==================== traffic_controller_fsm
traffic_controller_fsm, metal 1:
Scale bar: 20 um. Supply wires on this layer in grey.
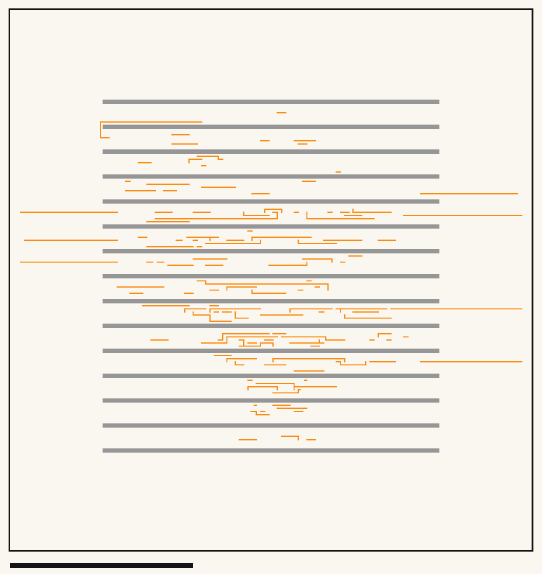

<file path="config.mk">
export PLATFORM = sky130hd
export DESIGN_NAME = traffic_controller_fsm
export DESIGN_NICKNAME = d
export VERILOG_FILES = /design/src/rtl/traffic_pkg.sv /design/src/rtl/traffic_controller_fsm.sv
export SDC_FILE = /design/constraint.sdc
export NUM_CORES = 1
export LEC_CHECK = 0
export ABC_AREA = 1
export CORE_AREA = 10 10 47 49
export CTS_BUF_LIST = sky130_fd_sc_hd__clkbuf_4
export DETAILED_ROUTE_END_ITERATION = 8
export DIE_AREA = 0 0 57 59
export HOLD_SLACK_MARGIN = 0.05
export PLACE_DENSITY = 0.62
export SYNTH_ARGS = -nofsm -noshare
export SYNTH_HDL_FRONTEND = slang
export SYNTH_SLANG_ARGS = --single-unit
</file>
<file path="constraint.sdc">
create_clock -name clk -period 0.86 [get_ports clk]
set_input_delay 0.086 -clock clk [delete_from_list [all_inputs] [get_ports clk]]
set_output_delay 0.086 -clock clk [all_outputs]
set_load 0.02 [all_outputs]
</file>
<file path="src/rtl/traffic_pkg.sv">
// Shared phase encoding and timer interval codes
// for the intersection controller, timer and parameter blocks.
package traffic_pkg;

  typedef enum logic [2:0] {
    MG1  = 3'd0,
    MG2  = 3'd1,
    MY   = 3'd2,
    WALK = 3'd3,
    SG1  = 3'd4,
    SG2  = 3'd5,
    SY   = 3'd6
  } state_e;

  localparam logic [1:0] INT_BASE = 2'b00;
  localparam logic [1:0] INT_EXT  = 2'b01;
  localparam logic [1:0] INT_YEL  = 2'b10;

endpackage

</file>
<file path="src/rtl/traffic_controller_fsm.sv">
// Moore intersection controller: main/side lights, walk lamp, timer requests.
// In: clk, reset(async low), traffic_sensor, wr_to_fsm, reprogram, expired.
// Out: wr_reset, requesting_interval, start_timer, Gm/Ym/Rm, W, Gs/Ys/Rs.
module traffic_controller_fsm
  import traffic_pkg::*;
(
  input  logic       clk,
  input  logic       reset,
  input  logic       traffic_sensor,
  input  logic       wr_to_fsm,
  input  logic       reprogram,
  input  logic       expired,
  output logic       wr_reset,
  output logic [1:0] requesting_interval,
  output logic       start_timer,
  output logic       Gm,
  output logic       Ym,
  output logic       Rm,
  output logic       W,
  output logic       Gs,
  output logic       Ys,
  output logic       Rs
);

  state_e state_q, state_d;
  logic   start_q, start_d;
  logic   wr_rst_q, wr_rst_d;

  always_comb begin
    state_d  = state_q;
    start_d  = 1'b0;
    wr_rst_d = 1'b0;
    if (reprogram) begin
      state_d = MG1;
      start_d = 1'b1;
    end else if (!start_q && expired) begin
      // expired is ignored in the cycle the timer is being restarted
      unique case (state_q)
        MG1:     state_d = MG2;
        MG2:     state_d = MY;
        MY:      state_d = wr_to_fsm ? WALK : SG1;
        WALK:    state_d = SG1;
        SG1:     state_d = traffic_sensor ? SG2 : SY;
        SG2:     state_d = SY;
        SY:      state_d = MG1;
        default: state_d = MG1;
      endcase
      start_d  = 1'b1;
      wr_rst_d = (state_d == WALK);
    end
  end

  always_ff @(posedge clk or negedge reset) begin
    if (!reset) begin
      state_q  <= MG1;
      start_q  <= 1'b1;
      wr_rst_q <= 1'b0;
    end else begin
      state_q  <= state_d;
      start_q  <= start_d;
      wr_rst_q <= wr_rst_d;
    end
  end

  assign start_timer = start_q;
  assign wr_reset    = wr_rst_q;

  always_comb begin
    {Gm, Ym, Rm, W, Gs, Ys, Rs} = 7'b0000000;
    requesting_interval = INT_BASE;
    unique case (state_q)
      MG1, MG2: begin
        {Gm, Rs} = 2'b11;
        requesting_interval = INT_BASE;
      end
      MY: begin
        {Ym, Rs} = 2'b11;
        requesting_interval = INT_YEL;
      end
      WALK: begin
        {Rm, Rs, W} = 3'b111;
        requesting_interval = INT_EXT;
      end
      SG1: begin
        {Rm, Gs} = 2'b11;
        requesting_interval = INT_BASE;
      end
      SG2: begin
        {Rm, Gs} = 2'b11;
        requesting_interval = INT_EXT;
      end
      SY: begin
        {Rm, Ys} = 2'b11;
        requesting_interval = INT_YEL;
      end
      default: begin
        {Gm, Rs} = 2'b11;
        requesting_interval = INT_BASE;
      end
    endcase
  end

endmodule

</file>
==================== max_pool_2x2_serial
`src/rtl/max_pool_2x2_serial.sv`:
```
// 2x2 stride-1 max pooling over a raster-order MAP_W x MAP_W stream.
// A single-row line buffer lets pooled results stream out while the map is still arriving.
module max_pool_2x2_serial #(
    parameter int MAP_W = 5,
    parameter int DW    = 25
) (
    input  logic          clk,
    input  logic          rst_n,
    input  logic          in_valid,
    input  logic [DW-1:0] In_OFM,
    output logic          out_valid,
    output logic [DW-1:0] Out_POOL,
    output logic          out_last
);

    localparam int CW = (MAP_W > 1) ? $clog2(MAP_W) : 1;
    localparam logic [CW-1:0] LAST_IDX = CW'(MAP_W - 1);

    typedef enum logic {
        IDLE,
        RUN
    } state_t;

    state_t        state_q, state_d;
    logic [CW-1:0] row_q, row_d;
    logic [CW-1:0] col_q, col_d;
    logic [DW-1:0] line_buf_q [MAP_W];
    logic [DW-1:0] line_buf_d [MAP_W];
    logic [DW-1:0] prev_q, prev_d;
    logic [DW-1:0] diag_q, diag_d;
    logic          out_valid_q, out_valid_d;
    logic [DW-1:0] out_pool_q, out_pool_d;
    logic          out_last_q, out_last_d;

    logic [DW-1:0] above;
    logic [DW-1:0] max_top;
    logic [DW-1:0] max_bot;
    logic [DW-1:0] max_all;
    logic          at_end;

    always_comb begin
        // line_buf[c-1] already holds the current row by the time column c arrives,
        // so the upper-left sample is kept in diag_q as the "above" of the previous column.
        above   = line_buf_q[col_q];
        max_top = (diag_q > above) ? diag_q : above;
        max_bot = (prev_q > In_OFM) ? prev_q : In_OFM;
        max_all = (max_top > max_bot) ? max_top : max_bot;
        at_end  = (row_q == LAST_IDX) && (col_q == LAST_IDX);

        state_d     = state_q;
        row_d       = row_q;
        col_d       = col_q;
        line_buf_d  = line_buf_q;
        prev_d      = prev_q;
        diag_d      = diag_q;
        out_valid_d = 1'b0;
        out_pool_d  = '0;
        out_last_d  = 1'b0;

        if (in_valid) begin
            line_buf_d[col_q] = In_OFM;
            prev_d            = In_OFM;
            diag_d            = above;

            if ((row_q != '0) && (col_q != '0)) begin
                out_valid_d = 1'b1;
                out_pool_d  = max_all;
            end
            out_last_d = at_end;

            if (col_q == LAST_IDX) begin
                col_d = '0;
                row_d = (row_q == LAST_IDX) ? '0 : row_q + 1'b1;
            end else begin
                col_d = col_q + 1'b1;
            end

            state_d = at_end ? IDLE : RUN;
        end
    end

    always_ff @(posedge clk or negedge rst_n) begin
        if (!rst_n) begin
            state_q     <= IDLE;
            row_q       <= '0;
            col_q       <= '0;
            for (int unsigned i = 0; i < MAP_W; i++) begin
                line_buf_q[i] <= '0;
            end
            prev_q      <= '0;
            diag_q      <= '0;
            out_valid_q <= 1'b0;
            out_pool_q  <= '0;
            out_last_q  <= 1'b0;
        end else begin
            state_q     <= state_d;
            row_q       <= row_d;
            col_q       <= col_d;
            line_buf_q  <= line_buf_d;
            prev_q      <= prev_d;
            diag_q      <= diag_d;
            out_valid_q <= out_valid_d;
            out_pool_q  <= out_pool_d;
            out_last_q  <= out_last_d;
        end
    end

    assign out_valid = out_valid_q;
    assign Out_POOL  = out_pool_q;
    assign out_last  = out_last_q;

endmodule

```
`config.mk`:
```
export PLATFORM = sky130hd
export DESIGN_NAME = max_pool_2x2_serial
export DESIGN_NICKNAME = d
export VERILOG_FILES = /design/src/rtl/max_pool_2x2_serial.sv
export SDC_FILE = /design/constraint.sdc
export NUM_CORES = 1
export LEC_CHECK = 0
export CORE_AREA = 2 2 160 162
export DETAILED_ROUTE_END_ITERATION = 10
export DIE_AREA = 0 0 162 164
export HOLD_SLACK_MARGIN = 0.05
export PLACE_DENSITY = 0.59
export SLEW_MARGIN = 20
export SYNTH_ARGS = -nofsm -noshare
export SYNTH_HDL_FRONTEND = slang
export SYNTH_SLANG_ARGS = --single-unit
```
`constraint.sdc`:
```
create_clock -name clk -period 13.35 [get_ports clk]
set_input_delay 2.67 -clock clk [delete_from_list [all_inputs] [get_ports clk]]
set_output_delay 2.67 -clock clk [all_outputs]
set_load 0.02 [all_outputs]
```
max_pool_2x2_serial, congestion heat map:
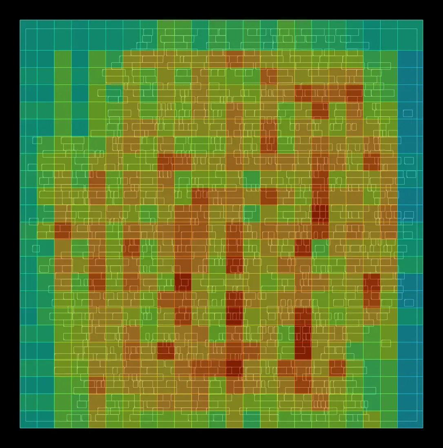
met3 usage in global routing: 3.31%
Layout Utilization: 51.1%
global routing usage on met1: 33.2%

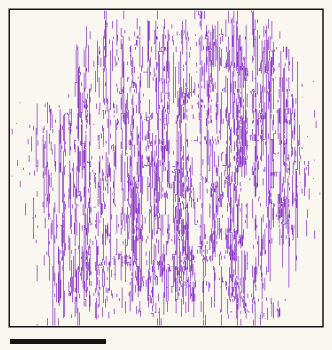
max_pool_2x2_serial: the metal 2 layer
Scale bar: 50 um.
share of all routed wire	46%
longest straight run	86.7 um
wire length on this layer	13100 um

==> run summary, max_pool_2x2_serial <==
Notes from the flow run.

GRT:
- For this run, global-route usage on met2 was measured as approximately a third.
- The run gives the initial antenna violation count as 0.
- The run puts the pin count of the biggest net entering global routing at approximately 100.
- Global routing put the most usage on met2.
- The run gives the first-pass GRT wire length as 46100 um.

Power:
- The sequential power reported by the tool is 1060 uW.
- Power comes to 3620 uW.
- The run puts the combinational share of power at 53.2%.
- Ranked by power, first place goes to combinational cells.
- The run puts the clock group share of total power at 17.7%.
- For this design the static power due to leakage is 0.00555 uW.
- The analysis reports a worst IR drop on VDD of 0.000102 V.

Clock network:
- The run gives the number of hold-repair buffers added at the cts stage as 0.
- Per the CTS log, the maximum H-tree level is 1.
- TritonCTS built the clock tree.
- The run puts the number of sinks handled by clock tree synthesis at 208.

Floorplan:
- The run puts the width of the die at 162 um.
- The run gives the core box area as 24800 sq um.
- The run puts the number of tap instances at ~330.
- The run gives the initial cell density of the core as roughly 45%.

Worst setup path:
- In this run the register-to-register setup slack is 5.79 ns.
- STA puts the critical path data required time at approximately 14 ns.
- The run gives the largest stage delay on the critical path as 0.72 ns.
- In this run the critical register-to-register path is launched from col_q[2].
- The worst setup path is captured at a flop.
- The run gives the arrival time of the worst setup path as 8.13 ns.
- The worst setup path is of the in2reg kind.

Layout:
- Summing all flip-flop and latch instances after layout gives 5210 sq um.
- The run gives the number of clock buffers in the layout as 35.
- The finished cells cover 12700 sq um.
- The run gives the diode insertion count for antenna repair as 0.
- The run gives the flop count as approximately 210.

Route:
- Dividing the detail-routed via count by the number of cells gives between 5 and 6.
- The run puts the iteration tally of the first detailed-router pass at 4.
- The run gives the uppermost signal routing layer after detailed routing as met4.

Final timing:
- Across all setup checks in the final design, the least slack found is 5.55 ns.
- The run gives the worst clock skew as 0.0104 ns.
- Pins over their slew limit in the final report were tallied at 0.
- Setup repair after global routing left no endpoint under its margin.

Place:
- The run puts the number of input and output port buffers inserted at 54.
- The run gives the setup slack after placement as 5.13 ns.
- At the end of routability-driven placement, the weighted congestion stood at 0.868.

Status:
- The run finished with clean final reports.

Logic synthesis:
- The run gives the post-synthesis mux area share as 20.1%.
- The run puts the number of synthesized flops with an enable pin at 0.
- Per the post-synthesis stats, the area per cell is 11.3 sq um.
- The run puts the number of cell instances after yosys synthesis at 976.

Min path:
- In this run the worst hold path is classified as reg2reg.
-- max_pool_2x2_serial: flip-flops by register name, summed over array words and instances, names as in the netlist --
name,cells
row_q,3
out_last,1
Out_POOL,25
prev_q,25
line_buf_q,125
out_valid,1
diag_q,25
col_q,3
-- max_pool_2x2_serial: kinds of logic (layout without fill, tap and decap cells) --
kind of cell / count (synthesis) / count (layout)
flip-flops: 208 / 208
AND/OR/NAND/NOR: 205 / 205
AND-OR/OR-AND: 204 / 204
multiplexers: 188 / 188
buffers and inverters: 92 / 153
adder cells (fa/ha/maj): 79 / 79
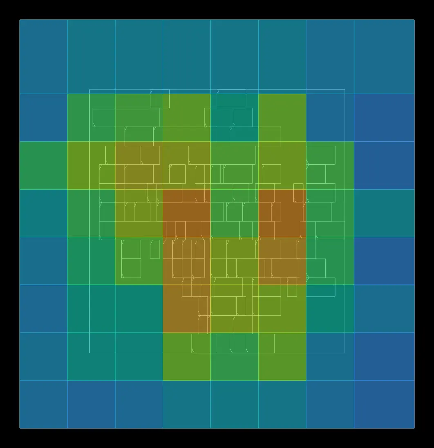
traffic_controller_fsm: congestion heat map
global routing usage on met1: 6.76%
drt wl/cell: 10.7 um
Layout Utilization: 50.3%
GR met2 Demand/Resource: 9.77%

Notes on 'metal 1' of traffic_controller_fsm above:
longest straight run	14.3 um
wire length on this layer	407 um
main direction	horizontal

==> run summary, traffic_controller_fsm <==
Notes from the flow run.

Job:
- The run gives the tally of max-capacitance violations as 0.

Layout:
- The run gives the register fraction of the total cell area as 18.5%.
- The class occupying the most area after layout is reported as non-clock buffers.
- The finished layout holds 94 standard cells, fillers aside.

Route:
- The run puts the vias after detailed routing at 398.

Clock network:
- The run puts the depth of the CTS H-tree at 1.

Final timing:
- In the final report, the number of endpoints failing setup comes to 14.
- The run puts the worst-case setup margin in the final layout at -0.426 ns.
- Endpoints failing hold in the final report were tallied at 0.

Logic synthesis:
- In the synthesized netlist, the cells that appear most often are nand2_1, inv_1, nor2_1.

Power:
- For this design the ratio of total power to cell area is 1020 nW/um^2.
- Per report_power, the clock group accounts for roughly two fifths of the total.

Status:
- The run finished, with violations left.
- The checks that failed: negative setup slack.

Worst setup path:
- On the critical path the largest part of the delay comes from flip-flops.

Place:
- RePlAce ended its routability-driven mode at a weighted congestion of 0.723.
traffic_controller_fsm: cells by family (layout without fill, tap and decap cells):
| kind of cell | after synthesis | count (layout) | share of synthesized area, % |
|---|---|---|---|
| AOI/OAI and AO/OA | 2 | 2 | 3.95 |
| buffers and inverters | 11 | 40 | 13.0 |
| DFF | 5 | 5 | 39.9 |
| and+or+nand+nor | 31 | 31 | 43.1 |


==> notes/layouts.md <==
Pictures saved along the way, in no particular order.

M3 wires.
(a)
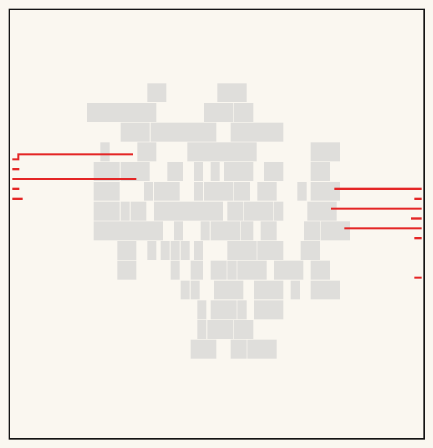
(b)
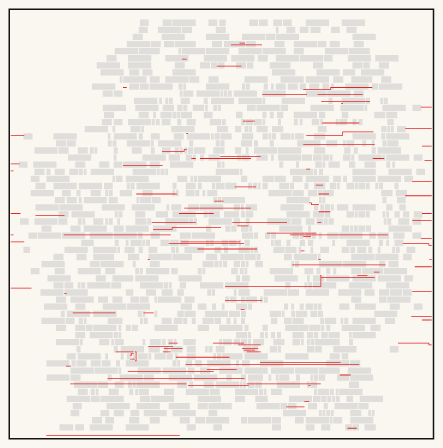
traffic_controller_fsm is (a).
max_pool_2x2_serial is (b).

Power and IR drop assume default switching activity.
